==================== block 1
block_1/congestion.png
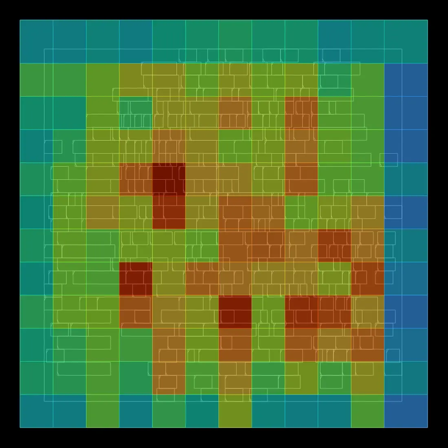
block_1/io_fan.png
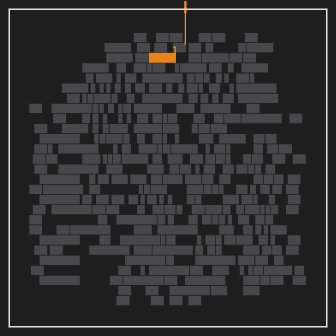
block_1/layer_met1.png
Supply wires on this layer in grey.
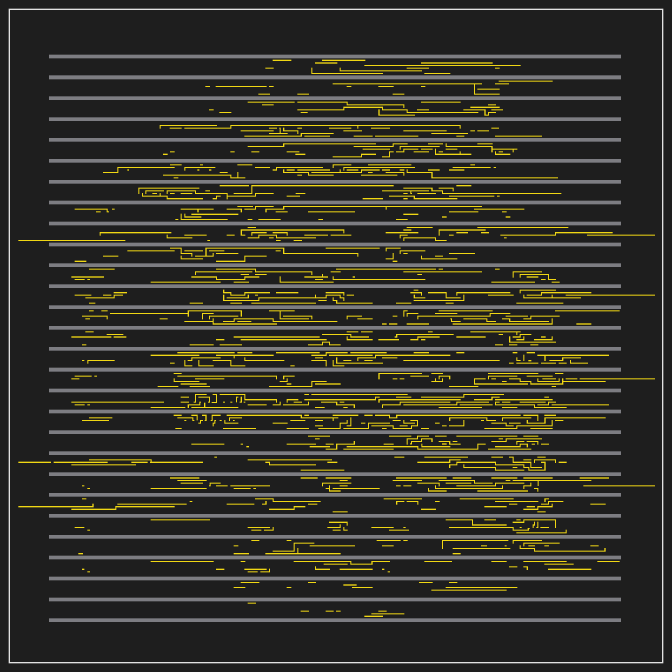
==> src/rtl/block_collide_check_if.sv <==
// Request/verdict and board-row-read signals between the game controller, the board
// row memory and block_collide_check.
interface block_collide_check_if #(
    parameter int BOARD_W = 10,
    parameter int XW      = 6,
    parameter int AW      = 5
);
    logic                 start;
    logic [15:0]          block_matrix;
    logic signed [XW-1:0] pos_x;
    logic signed [XW-1:0] pos_y;
    logic                 row_rd;
    logic [AW-1:0]        row_addr;
    logic [BOARD_W-1:0]   row_data;
    logic                 busy;
    logic                 done;
    logic                 collide;

    modport master (
        output start, block_matrix, pos_x, pos_y, row_data,
        input  row_rd, row_addr, busy, done, collide
    );

    modport slave (
        input  start, block_matrix, pos_x, pos_y, row_data,
        output row_rd, row_addr, busy, done, collide
    );
endinterface

==> src/rtl/block_collide_check.sv <==
// Checks a 4x4 piece mask at (pos_x,pos_y) against the board by scanning four rows of a
// synchronous-read row memory. Optional COLLIDE_EARLY_EXIT_EN ends the scan on the first hit.
module block_collide_check #(
    parameter int BOARD_W = 10,
    parameter int BOARD_H = 20,
    parameter int XW      = 6,
    parameter int AW      = 5
) (
    input logic                  clk,
    input logic                  rst_n,
    block_collide_check_if.slave bus
);
    typedef enum logic [1:0] {IDLE, SCAN, FLUSH, DONE} state_t;

    localparam logic signed [XW:0] BW_S = (XW+1)'(BOARD_W);
    localparam logic signed [XW:0] BH_S = (XW+1)'(BOARD_H);

    state_t               state;
    logic [2:0]           cnt;
    logic [15:0]          mask_p0;
    logic signed [XW-1:0] px_p0;
    logic signed [XW-1:0] py_p0;
    logic                 row_rd_q;
    logic [AW-1:0]        row_addr_q;
    logic                 busy_q;
    logic                 done_q;
    logic                 collide_q;

    logic [1:0]           iss_r;
    logic [1:0]           ev_r;
    logic [3:0]           iss_mrow;
    logic signed [XW:0]   iss_y;
    logic                 iss_en;
    logic                 ev_hit;
    logic                 accept;

    function automatic logic [3:0] mask_row(input logic [15:0] m, input logic [1:0] r);
        logic [3:0] v;
        case (r)
            2'd0:    v = m[15:12];
            2'd1:    v = m[11:8];
            2'd2:    v = m[7:4];
            default: v = m[3:0];
        endcase
        return v;
    endfunction

    function automatic logic signed [XW:0] row_y(input logic signed [XW-1:0] py,
                                                 input logic [1:0] r);
        return $signed({py[XW-1], py}) + $signed({{(XW-1){1'b0}}, r});
    endfunction

    // Row collides if it is non-empty and off the board vertically, or any set cell is
    // off the board horizontally or lands on a filled cell.
    function automatic logic row_hit(input logic [3:0]           mrow,
                                     input logic signed [XW:0]   y,
                                     input logic signed [XW-1:0] px,
                                     input logic [BOARD_W-1:0]   rd);
        logic               hit;
        logic signed [XW:0] x;
        hit = 1'b0;
        if (mrow != 4'd0) begin
            if (y[XW] || (y >= BH_S)) hit = 1'b1;
            for (int c = 0; c < 4; c++) begin
                if (mrow[3-c]) begin
                    x = $signed({px[XW-1], px}) + $signed((XW+1)'(c));
                    if (x[XW] || (x >= BW_S)) begin
                        hit = 1'b1;
                    end else begin
                        for (int i = 0; i < BOARD_W; i++)
                            if ((x == $signed((XW+1)'(i))) && rd[i]) hit = 1'b1;
                    end
                end
            end
        end
        return hit;
    endfunction

    assign accept = ((state == IDLE) || (state == DONE)) && bus.start;

    // Issue side uses live inputs for row 0 at acceptance, latched request afterwards.
    always_comb begin
        iss_r = cnt[1:0] + 2'd1;
        ev_r  = cnt[1:0] - 2'd1;
        if ((state == IDLE) || (state == DONE)) begin
            iss_mrow = mask_row(bus.block_matrix, 2'd0);
            iss_y    = row_y(bus.pos_y, 2'd0);
        end else begin
            iss_mrow = mask_row(mask_p0, iss_r);
            iss_y    = row_y(py_p0, iss_r);
        end
        iss_en = (iss_mrow != 4'd0) && !iss_y[XW] && (iss_y < BH_S);
        ev_hit = row_hit(mask_row(mask_p0, ev_r), row_y(py_p0, ev_r), px_p0, bus.row_data);
    end

    // p0: request latched at acceptance
    always_ff @(posedge clk) begin
        if (accept) begin
            mask_p0 <= bus.block_matrix;
            px_p0   <= bus.pos_x;
            py_p0   <= bus.pos_y;
        end
    end

    always_ff @(posedge clk) begin
        if (!rst_n) begin
            state      <= IDLE;
            cnt        <= 3'd0;
            busy_q     <= 1'b0;
            done_q     <= 1'b0;
            collide_q  <= 1'b0;
            row_rd_q   <= 1'b0;
            row_addr_q <= '0;
        end else begin
            done_q   <= 1'b0;
            row_rd_q <= 1'b0;
            case (state)
                IDLE, DONE: begin
                    state  <= IDLE;
                    busy_q <= 1'b0;
                    if (bus.start) begin
                        state     <= SCAN;
                        cnt       <= 3'd0;
                        busy_q    <= 1'b1;
                        collide_q <= 1'b0;
                        if (iss_en) begin
                            row_rd_q   <= 1'b1;
                            row_addr_q <= iss_y[AW-1:0];
                        end
                    end
                end
                SCAN: begin
                    if (iss_en) begin
                        row_rd_q   <= 1'b1;
                        row_addr_q <= iss_y[AW-1:0];
                    end
                    if ((cnt != 3'd0) && ev_hit) collide_q <= 1'b1;
                    cnt <= cnt + 3'd1;
                    if (cnt == 3'd2) state <= FLUSH;
`ifdef COLLIDE_EARLY_EXIT_EN
                    if ((cnt != 3'd0) && ev_hit) begin
                        row_rd_q <= 1'b0;
                        done_q   <= 1'b1;
                        busy_q   <= 1'b0;
                        state    <= DONE;
                    end
`endif
                end
                FLUSH: begin
                    if (ev_hit) collide_q <= 1'b1;
                    cnt <= cnt + 3'd1;
                    if (cnt == 3'd4) begin
                        done_q <= 1'b1;
                        busy_q <= 1'b0;
                        state  <= DONE;
                    end
`ifdef COLLIDE_EARLY_EXIT_EN
                    if (ev_hit) begin
                        done_q <= 1'b1;
                        busy_q <= 1'b0;
                        state  <= DONE;
                    end
`endif
                end
                default: state <= IDLE;
            endcase
        end
    end

    assign bus.row_rd   = row_rd_q;
    assign bus.row_addr = row_addr_q;
    assign bus.busy     = busy_q;
    assign bus.done     = done_q;
    assign bus.collide  = collide_q;
endmodule
==> src/flat_wrapper.sv <==
// flat-port wrapper written by rule: the top's interface ports become plain ports
module block_collide_check_flat 
#(
    parameter int BOARD_W = 10,
    parameter int BOARD_H = 20,
    parameter int XW      = 6,
    parameter int AW      = 5
)
  (clk, rst_n, bus_start, bus_block_matrix, bus_pos_x, bus_pos_y, bus_row_data, bus_row_rd, bus_row_addr, bus_busy, bus_done, bus_collide);
  block_collide_check_if #(.BOARD_W(BOARD_W), .XW(XW), .AW(AW)) bus_i ();
  input logic clk;
  input logic rst_n;
  input wire logic [$bits(bus_i.start)-1:0] bus_start;
  input wire logic [$bits(bus_i.block_matrix)-1:0] bus_block_matrix;
  input wire logic [$bits(bus_i.pos_x)-1:0] bus_pos_x;
  input wire logic [$bits(bus_i.pos_y)-1:0] bus_pos_y;
  input wire logic [$bits(bus_i.row_data)-1:0] bus_row_data;
  output wire logic [$bits(bus_i.row_rd)-1:0] bus_row_rd;
  output wire logic [$bits(bus_i.row_addr)-1:0] bus_row_addr;
  output wire logic [$bits(bus_i.busy)-1:0] bus_busy;
  output wire logic [$bits(bus_i.done)-1:0] bus_done;
  output wire logic [$bits(bus_i.collide)-1:0] bus_collide;
  assign bus_i.start = bus_start;
  assign bus_i.block_matrix = bus_block_matrix;
  assign bus_i.pos_x = bus_pos_x;
  assign bus_i.pos_y = bus_pos_y;
  assign bus_i.row_data = bus_row_data;
  assign bus_row_rd = bus_i.row_rd;
  assign bus_row_addr = bus_i.row_addr;
  assign bus_busy = bus_i.busy;
  assign bus_done = bus_i.done;
  assign bus_collide = bus_i.collide;
  block_collide_check #(.BOARD_W(BOARD_W), .BOARD_H(BOARD_H), .XW(XW), .AW(AW)) u_core (.clk(clk), .rst_n(rst_n), .bus(bus_i));
endmodule
==> config.mk <==
export PLATFORM = sky130hd
export DESIGN_NAME = block_collide_check_flat
export DESIGN_NICKNAME = d
export VERILOG_FILES = /design/src/rtl/block_collide_check_if.sv /design/src/rtl/block_collide_check.sv /design/src/flat_wrapper.sv
export SDC_FILE = /design/constraint.sdc
export NUM_CORES = 1
export LEC_CHECK = 0
export CORE_MARGIN = 5
export CORE_UTILIZATION = 47
export CTS_BUF_LIST = sky130_fd_sc_hd__clkbuf_4 sky130_fd_sc_hd__clkbuf_8 sky130_fd_sc_hd__clkbuf_16
export DETAILED_ROUTE_END_ITERATION = 7
export PLACE_DENSITY = 0.76
export SKIP_CTS_REPAIR_TIMING = 1
export SYNTH_ARGS = -nofsm -noshare
export SYNTH_HDL_FRONTEND = slang
export SYNTH_SLANG_ARGS = --single-unit
==> constraint.sdc <==
create_clock -name clk -period 3.1 [get_ports clk]
set_clock_uncertainty 0.1 [all_clocks]
set_input_delay 0.62 -clock clk [delete_from_list [all_inputs] [get_ports clk]]
set_output_delay 0.62 -clock clk [all_outputs]
set_load 0.005 [all_outputs]
==> flow_metrics.rpt <==
PHYSICAL IMPLEMENTATION REPORT
----------------------------------------------------
[Setup path]
  Category of the worst setup path capture point ........................ flop

[Floorplan]
  Die area ........................ 7210 sq um
  Height of the die ........................ 84.9 um
  Die Width ........................ 84.9 um
  Std-Cell Rows ........................ 27

[Synthesis]
  Post-Syn Area per Cell ........................ 10.4 sq um
  Dominant register cell in the synthesized netlist ........................ sky130_fd_sc_hd__edfxtp_1
  Cell area after synthesis ........................ 2640 sq um

[Clock network]
  TritonCTS clock tree ........................ built
  Clock root cell ........................ sky130_fd_sc_hd__clkbuf_8
  Number of clock sinks ........................ 42

[Cells and area]
  Area used by multi-input combinational logic ........................ 1430 sq um
  Most common cell after layout, fill and taps aside ........................ sky130_fd_sc_hd__clkdlybuf4s50_1
  Fraction of final layout cells with drive strength greater than 1 ........................ 0.100

[Power]
  Leakage power of the design ........................ 1.28 nW
  Sequential power ........................ 0.909 mW

[STA]
  Pin slew with the least headroom to its limit ........................ 0.495 ns
  RSZ-0062 raised after global routing ........................ no

[Min path]
  Worst min-delay path startpoint ........................ u_core.bus.row_addr[0]$_SDFFE_PN0P_

[Route]
  Final routed DRC violation total ........................ 0
  Detailed router's first-iteration violation count ........................ 171

[Run]
  Count of maximum capacitance violations ........................ 0

[Run status]
  Status ........................ completed

[Global routing]
  Global route overflow ........................ 0

----------------------------------------------------
## Picture notes: block_1/congestion.png
global router's overall resource usage: 0.177
met2 GRT Util: 0.299
utilization after layout: 0.613
mean routed wirelength per cell: 16.0 um

## Picture notes: block_1/io_fan.png
Orange stands for `bus_done`, direction output, edge north, end cells 1, wire 11.5 um.
I/O pins: 50
PortBufs: 49

## Picture notes: block_1/layer_met1.png
323 nets have wire on it. The layer carries 2670 um of wire. The wires run mostly horizontal. The longest straight run is 29.9 um.
wirelength, routed: 6120 um
GRT met1 Usage: 0.218
routed via count: 2200

through the flow:
stage	area, sq um	power [mW]	setup WS (ns)
6_report	3360	2.66	0.166
5_1_grt	3360	2.86	0.00484
4_1_cts	3340	2.65	0.0232
3_5_place_dp	3250	2.26	0.0649
3_3_place_gp	3250	2.23	0.0895
2_1_floorplan	2640	1.81	0.128
cells by family after synthesis:
family,after synthesis,share of synthesized area
compound gates,84,0.241
xor+xnor,9,0.0299
fa+ha+maj,24,0.119
buf+inv,25,0.0394
flops,42,0.425
mux,6,0.0232
simple gates,64,0.122

==================== block 2
block_2/io_fan.png
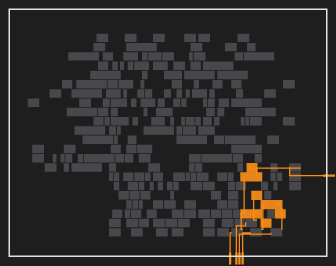
block_2/layer_met1.png
Supply wires on this layer in grey.
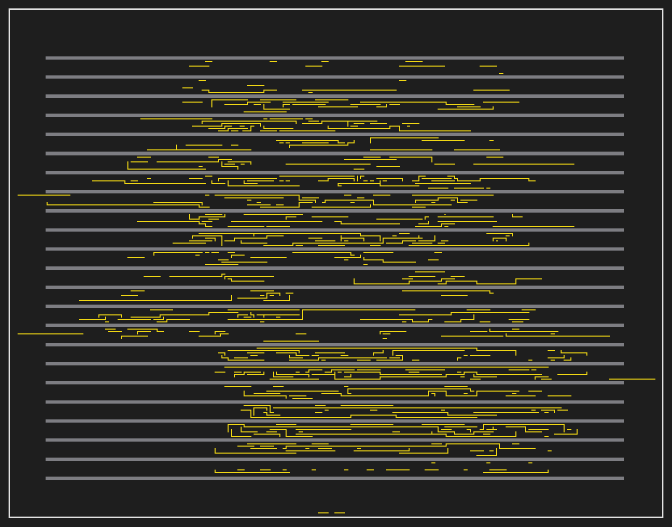
$ cat config.mk
export PLATFORM = sky130hd
export DESIGN_NAME = fwd_hazard_unit
export DESIGN_NICKNAME = d
export VERILOG_FILES = /design/src/rtl/fwd_hazard_unit.sv
export SDC_FILE = /design/constraint.sdc
export NUM_CORES = 1
export LEC_CHECK = 0
export CAP_MARGIN = 30
export CORE_ASPECT_RATIO = 0.75
export CORE_MARGIN = 5
export CORE_UTILIZATION = 30
export DETAILED_ROUTE_END_ITERATION = 6
export GPL_ROUTABILITY_DRIVEN = 0
export PLACE_DENSITY = 0.59
export SLEW_MARGIN = 20
export SYNTH_ARGS = -nofsm -noshare
export SYNTH_HDL_FRONTEND = slang
export SYNTH_SLANG_ARGS = --single-unit
export TNS_END_PERCENT = 10
$ cat constraint.sdc
create_clock -name clk -period 5 [get_ports clk]
set_clock_uncertainty 0.05 [all_clocks]
set_input_delay 1 -clock clk [delete_from_list [all_inputs] [get_ports clk]]
set_output_delay 1 -clock clk [all_outputs]
set_load 0.01 [all_outputs]
$ cat src/rtl/fwd_hazard_unit.sv
// Forwarding-select, load-use stall and flush tracking for the pipelined CPU.
// Shadow EX/MEM/WB write flags keep forwarding decisions tied to real, unflushed writers.
module fwd_hazard_unit #(
   parameter int ZERO_REG = 31,
   parameter int CNT_W    = 16
) (
   input  logic             clk,
   input  logic             reset,
   input  logic             id_valid,
   input  logic             regwrite_id,
   input  logic             memtoreg_id,
   input  logic             uses_rn,
   input  logic             uses_rb,
   input  logic [4:0]       rn_read,
   input  logic [4:0]       regB_sel,
   input  logic [4:0]       rd_exe,
   input  logic [4:0]       rd_mem,
   input  logic [4:0]       rd_wb,
   input  logic             flush,
   output logic [1:0]       fwdr1,
   output logic [1:0]       fwdr2,
   output logic             stall,
   output logic             bubble,
   output logic [CNT_W-1:0] stall_count
);

   localparam logic [4:0] ZR = 5'(ZERO_REG);

   typedef enum logic {RUN, HOLD} state_t;

   state_t           state_q, state_d;
   logic             wr_ex_q, ld_ex_q, wr_mem_q, wr_wb_q;
   logic             wr_ex_d, ld_ex_d;
   logic [CNT_W-1:0] stall_count_q, stall_count_d;
   logic             match_a, match_b, hazard;

   // A load in EX must not be forwarded from EX; its data only exists once it reaches MEM.
   function automatic logic [1:0] fwd_sel(
      input logic       used,
      input logic [4:0] src,
      input logic [4:0] re,
      input logic [4:0] rm,
      input logic [4:0] rw,
      input logic       wex,
      input logic       lex,
      input logic       wmem,
      input logic       wwb
   );
      if (!used || src == ZR)           return 2'b00;
      else if (src == re && wex && !lex) return 2'b01;
      else if (src == rm && wmem)       return 2'b10;
      else if (src == rw && wwb)        return 2'b11;
      else                              return 2'b00;
   endfunction

   assign fwdr1 = fwd_sel(uses_rn, rn_read, rd_exe, rd_mem, rd_wb,
                          wr_ex_q, ld_ex_q, wr_mem_q, wr_wb_q);
   assign fwdr2 = fwd_sel(uses_rb, regB_sel, rd_exe, rd_mem, rd_wb,
                          wr_ex_q, ld_ex_q, wr_mem_q, wr_wb_q);

   assign match_a = uses_rn && (rn_read == rd_exe);
   assign match_b = uses_rb && (regB_sel == rd_exe);
   assign hazard  = id_valid && ld_ex_q && wr_ex_q && (rd_exe != ZR) && (match_a || match_b);

   always_comb begin
      stall         = 1'b0;
      bubble        = 1'b0;
      state_d       = RUN;
      if (state_q == RUN && hazard) begin
         stall   = 1'b1;
         bubble  = 1'b1;
         state_d = HOLD;
      end
      // Flush kills the decode instruction outright, so there is nothing left to hold.
      if (flush) begin
         stall   = 1'b0;
         bubble  = 1'b1;
         state_d = RUN;
      end
      if (!reset) begin
         stall  = 1'b0;
         bubble = 1'b0;
      end
      wr_ex_d       = regwrite_id && id_valid && !bubble;
      ld_ex_d       = memtoreg_id && id_valid && !bubble;
      stall_count_d = stall_count_q;
      if (stall && stall_count_q != {CNT_W{1'b1}})
         stall_count_d = stall_count_q + 1'b1;
   end

   always_ff @(posedge clk or negedge reset) begin
      if (!reset) begin
         state_q       <= RUN;
         wr_ex_q       <= 1'b0;
         ld_ex_q       <= 1'b0;
         wr_mem_q      <= 1'b0;
         wr_wb_q       <= 1'b0;
         stall_count_q <= '0;
      end else begin
         state_q       <= state_d;
         wr_ex_q       <= wr_ex_d;
         ld_ex_q       <= ld_ex_d;
         wr_mem_q      <= wr_ex_q;
         wr_wb_q       <= wr_mem_q;
         stall_count_q <= stall_count_d;
      end
   end

   assign stall_count = stall_count_q;

endmodule

==> flow_metrics.rpt <==
PHYSICAL IMPLEMENTATION REPORT
----------------------------------------------------
[Run status]
  Status ........................ completed

[Setup path]
  Critical path fanouts, max ........................ 4
  Launching element type of the critical path ........................ primary input
  Delay contributed by the slowest stage of the critical path ........................ 0.56 ns
  Top cell by count, worst path ........................ sky130_fd_sc_hd__clkdlybuf4s50_1
  CP Data Arrival Time ........................ 3.05 ns

[Global routing]
  Number of antenna violations at the first check in global routing ........................ 0
  Global route overflow ........................ 0

[Synthesis]
  Synth Warn # ........................ 0
  Share of async-settable or async-resettable flops after synthesis ........................ 1.00
  Dominant register cell in the synthesized netlist ........................ sky130_fd_sc_hd__dfrtp_1
  Most common cell in the netlist ........................ sky130_fd_sc_hd__xor2_1

[Cells and area]
  Invs w/o clock ........................ 2
  Layout Nets ........................ 256
  Area used by multi-input combinational logic ........................ 983 sq um
  Non-clock buffer total of the final layout ........................ 57

[Floorplan]
  Fp_density ........................ 0.313

[Route]
  Routed wl met3 ........................ 188 um

[Clock network]
  Clk ins delay skew pair ........................ 0.26 ns
  Number of clock sinks ........................ 21

[Power]
  Clk. pwr ........................ 0.109 mW
  Sw Share ........................ 0.245

[Placement]
  Instance count after placement with tap cells included ........................ 277

----------------------------------------------------
About block_2/io_fan.png:
Orange stands for `rd_wb`, direction input, edge 4 south, 1 east, end cells 10, wire 117 um.

About block_2/layer_met1.png:
228 nets have wire on it. The longest straight run is 46.0 um.

worst paths after layout:
| check | cells past startpoint | end | slack [ns] |
|---|---|---|---|
| worst min-delay path | 0 | wr_wb_q$_DFF_PN0_ | 0.36 |
| worst max register to register | 6 | stall_count[12]$_DFFE_PN0P_ | 2.90 |
| max in group asynchronous | 3 | stall_count[5]$_DFFE_PN0P_ | 3.45 |
| worst min register to register | 0 | wr_wb_q$_DFF_PN0_ | 0.36 |
| worst max-delay path | 7 | fwdr2[1] | 0.90 |
| min in group asynchronous | 2 | wr_mem_q$_DFF_PN0_ | 0.99 |

==================== block 3
block_3/layer_met1.png
Supply wires on this layer in grey.
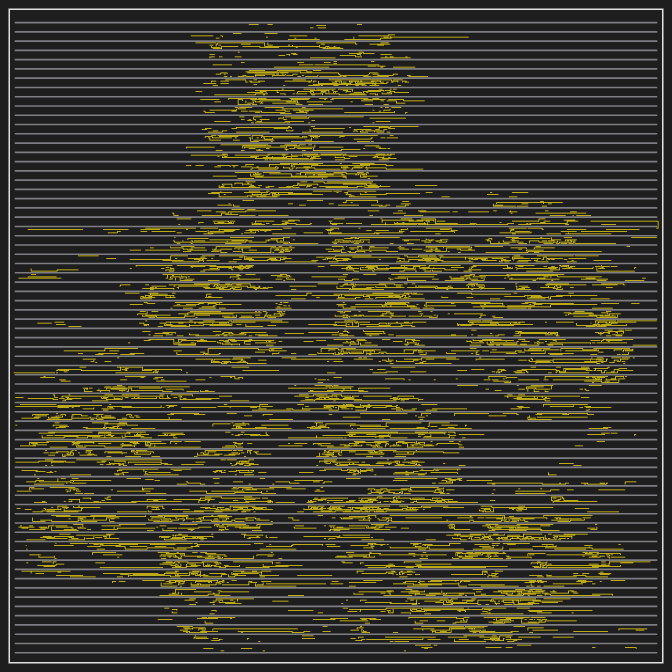
block_3/cell_density.png
The die is cut into 19 by 19 equal tiles; white is low, dark blue is high, 0 to 100% covered.
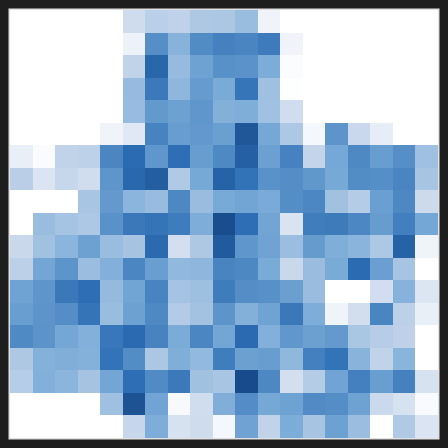
**config.mk**
```make
export PLATFORM = sky130hd
export DESIGN_NAME = debounce_multi
export DESIGN_NICKNAME = d
export VERILOG_FILES = /design/src/rtl/debounce_multi.sv
export SDC_FILE = /design/constraint.sdc
export NUM_CORES = 1
export LEC_CHECK = 0
export ABC_CLOCK_PERIOD_IN_PS = 19100
export CORE_UTILIZATION = 35
export CTS_CLUSTER_DIAMETER = 60
export DETAILED_ROUTE_END_ITERATION = 10
export PLACE_DENSITY = 0.61
export REMOVE_ABC_BUFFERS = 1
export SYNTH_ARGS = -nofsm -noshare
export SYNTH_HDL_FRONTEND = slang
export SYNTH_SLANG_ARGS = --single-unit
```
**constraint.sdc**
```tcl
create_clock -name clk -period 19.1 [get_ports clk]
set_input_delay 3.82 -clock clk [delete_from_list [all_inputs] [get_ports clk]]
set_output_delay 3.82 -clock clk [all_outputs]
set_load 0.02 [all_outputs]
```
**src/rtl/debounce_multi.sv**
```systemverilog
`timescale 1ns/1ps
`default_nettype none
// ============================================================================
// Module   : debounce_multi
// Purpose  : N-channel push-button conditioner: sync, debounce, edge ticks,
//            long-press tick and press-toggled output per channel.
// Revision : 1.0
// ============================================================================
module debounce_multi #(
    parameter int N_CH        = 4,
    parameter int SYNC_STAGES = 2,
    parameter int DB_CYCLES   = 2_000_000,
    parameter int LONG_CYCLES = 100_000_000
) (
    input  logic            clk,
    input  logic            reset,
    input  logic [N_CH-1:0] btn,
    output logic [N_CH-1:0] level,
    output logic [N_CH-1:0] rise,
    output logic [N_CH-1:0] fall,
    output logic [N_CH-1:0] long_press,
    output logic [N_CH-1:0] toggle
);

    localparam int C_DB_W   = $clog2(DB_CYCLES);
    localparam int C_LONG_W = $clog2(LONG_CYCLES + 1);

    localparam logic [C_DB_W-1:0]   C_DB_LAST  = C_DB_W'(DB_CYCLES - 1);
    localparam logic [C_LONG_W-1:0] C_LONG_MAX = C_LONG_W'(LONG_CYCLES);
    localparam logic [C_LONG_W-1:0] C_LONG_PRE = C_LONG_W'(LONG_CYCLES - 1);

    typedef enum logic [1:0] {
        ST_LOW       = 2'd0,
        ST_WAIT_HIGH = 2'd1,
        ST_HIGH      = 2'd2,
        ST_WAIT_LOW  = 2'd3
    } state_t;

    for (genvar i = 0; i < N_CH; i++) begin : g_ch
        logic [SYNC_STAGES-1:0] r_sync;
        state_t                 r_state;
        logic [C_DB_W-1:0]      r_cnt;
        logic [C_LONG_W-1:0]    r_lcnt;
        logic                   r_level;
        logic                   r_rise;
        logic                   r_fall;
        logic                   r_long;
        logic                   r_toggle;
        logic                   w_s;
        logic                   w_fall_now;
        logic                   w_long_adv;

        always_ff @(posedge clk or posedge reset) begin
            if (reset) begin
                r_sync <= '0;
            end else begin
                r_sync <= {r_sync[SYNC_STAGES-2:0], btn[i]};
            end
        end

        assign w_s        = r_sync[SYNC_STAGES-1];
        assign w_fall_now = (r_state == ST_WAIT_LOW) && !w_s && (r_cnt == C_DB_LAST);
        // The long counter keeps running through a rejected low glitch but stops on a real fall.
        assign w_long_adv = ((r_state == ST_HIGH) || (r_state == ST_WAIT_LOW)) && !w_fall_now;

        always_ff @(posedge clk or posedge reset) begin
            if (reset) begin
                r_state  <= ST_LOW;
                r_cnt    <= '0;
                r_lcnt   <= '0;
                r_level  <= 1'b0;
                r_rise   <= 1'b0;
                r_fall   <= 1'b0;
                r_long   <= 1'b0;
                r_toggle <= 1'b0;
            end else begin
                r_rise <= 1'b0;
                r_fall <= 1'b0;
                r_long <= 1'b0;
                case (r_state)
                    ST_LOW: begin
                        if (w_s) begin
                            r_state <= ST_WAIT_HIGH;
                            r_cnt   <= '0;
                        end
                    end
                    ST_WAIT_HIGH: begin
                        if (!w_s) begin
                            r_state <= ST_LOW;
                        end else if (r_cnt == C_DB_LAST) begin
                            r_state  <= ST_HIGH;
                            r_level  <= 1'b1;
                            r_rise   <= 1'b1;
                            r_toggle <= ~r_toggle;
                            r_lcnt   <= '0;
                        end else begin
                            r_cnt <= r_cnt + 1'b1;
                        end
                    end
                    ST_HIGH: begin
                        if (!w_s) begin
                            r_state <= ST_WAIT_LOW;
                            r_cnt   <= '0;
                        end
                    end
                    ST_WAIT_LOW: begin
                        if (w_s) begin
                            r_state <= ST_HIGH;
                        end else if (r_cnt == C_DB_LAST) begin
                            r_state <= ST_LOW;
                            r_level <= 1'b0;
                            r_fall  <= 1'b1;
                        end else begin
                            r_cnt <= r_cnt + 1'b1;
                        end
                    end
                    default: r_state <= ST_LOW;
                endcase

                // Saturating at the limit yields exactly one long_press per press.
                if (w_long_adv && (r_lcnt != C_LONG_MAX)) begin
                    r_lcnt <= r_lcnt + 1'b1;
                    r_long <= (r_lcnt == C_LONG_PRE);
                end
            end
        end

        assign level[i]      = r_level;
        assign rise[i]       = r_rise;
        assign fall[i]       = r_fall;
        assign long_press[i] = r_long;
        assign toggle[i]     = r_toggle;
    end

endmodule
`default_nettype wire

```
==> flow_metrics.rpt <==
PHYSICAL IMPLEMENTATION REPORT
----------------------------------------------------
[Placement]
  Instance count after placement with tap cells included ........................ 1771

[Cells and area]
  Register bank with the most flops ........................ g_ch.r_lcnt
  Top Layout Cells ........................ sky130_fd_sc_hd__dfrtp_1 (228), sky130_fd_sc_hd__nand2_1 (164), sky130_fd_sc_hd__nand3_1 (86)
  Invs w/o clock ........................ 45
  Max FFs per register ........................ 108
  Sequential standard cell area ........................ 5710 sq um

[Setup path]
  Flop-to-flop setup slack ........................ 15.79 ns
  Kind of critical path ........................ reg2out
  Delay contributed by the slowest stage of the critical path ........................ 0.61 ns
  Number of cells on the worst reg-to-reg path ........................ 5
  Reg2Reg Capture Point ........................ g_ch[3].r_lcnt[17]$_DFFE_PP0P_

[Synthesis]
  Cells taking the most area after synthesis ........................ sky130_fd_sc_hd__dfrtp_1 (45%), sky130_fd_sc_hd__mux2i_1 (4.9%), sky130_fd_sc_hd__nand2_1 (4.9%)
  Share of async-settable or async-resettable flops after synthesis ........................ 1.00
  Dominant register cell in the synthesized netlist ........................ sky130_fd_sc_hd__dfrtp_1

[Floorplan]
  Core ar. ........................ 34900 sq um

[Run status]
  Status ........................ completed

[Run]
  Count of maximum capacitance violations ........................ 0

[Clock network]
  Clk ins delay skew pair ........................ 0.59 ns

----------------------------------------------------
## Picture notes: block_3/layer_met1.png
The longest straight run is 35.6 um. 1263 nets have wire on it. The wires run mostly horizontal.

## Picture notes: block_3/cell_density.png
23% of the tiles are nearly empty. The densest ninth of the die: centre. 4.7% of the tiles are over 75% full. The mean over all tiles is 37%. The fullest tile reaches 89%.

[metrics by stage]
step / hold WS (ns) / setup slack (ns)
after CTS: 0.350 / 13.70
after global routing: 0.354 / 13.60
after global placement: 0.337 / 13.26
final: 0.347 / 13.72
after floorplan: 0.331 / 9.03
after detailed placement: 0.338 / 13.21
[power breakdown]
| group | total (mW) | internal, mW | switching [mW] |
|---|---|---|---|
| registers | 0.495 | 0.488 | 0.00647 |
| clock network | 0.582 | 0.360 | 0.223 |
| logic | 0.0293 | 0.00871 | 0.0206 |


==> layout pictures side by side <==
Cells coloured by class.
panel A
Bar = 20 um. Fill, decap, tap and diode cells in grey.
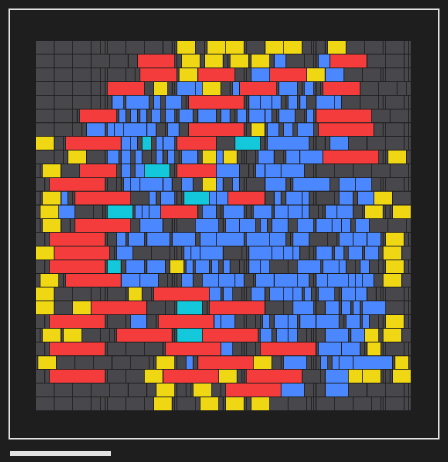
panel B
Bar = 50 um. Fill, decap, tap and diode cells in grey.
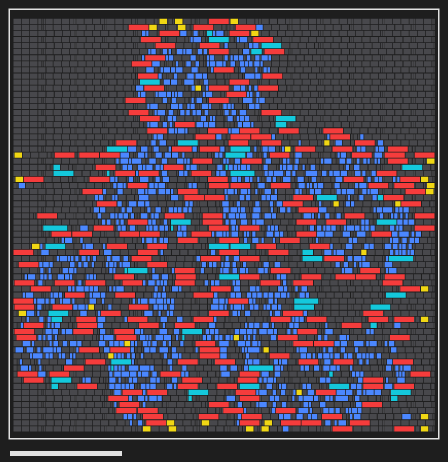
panel C
Bar = 20 um. Fill, decap, tap and diode cells in grey.
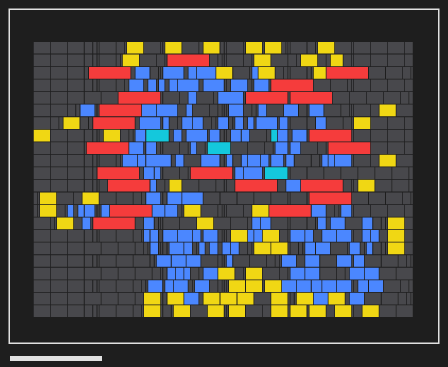
panel A: block 1
panel C: block 2
panel B: block 3

No activity file was given, so power comes from the tool's default toggle rates.
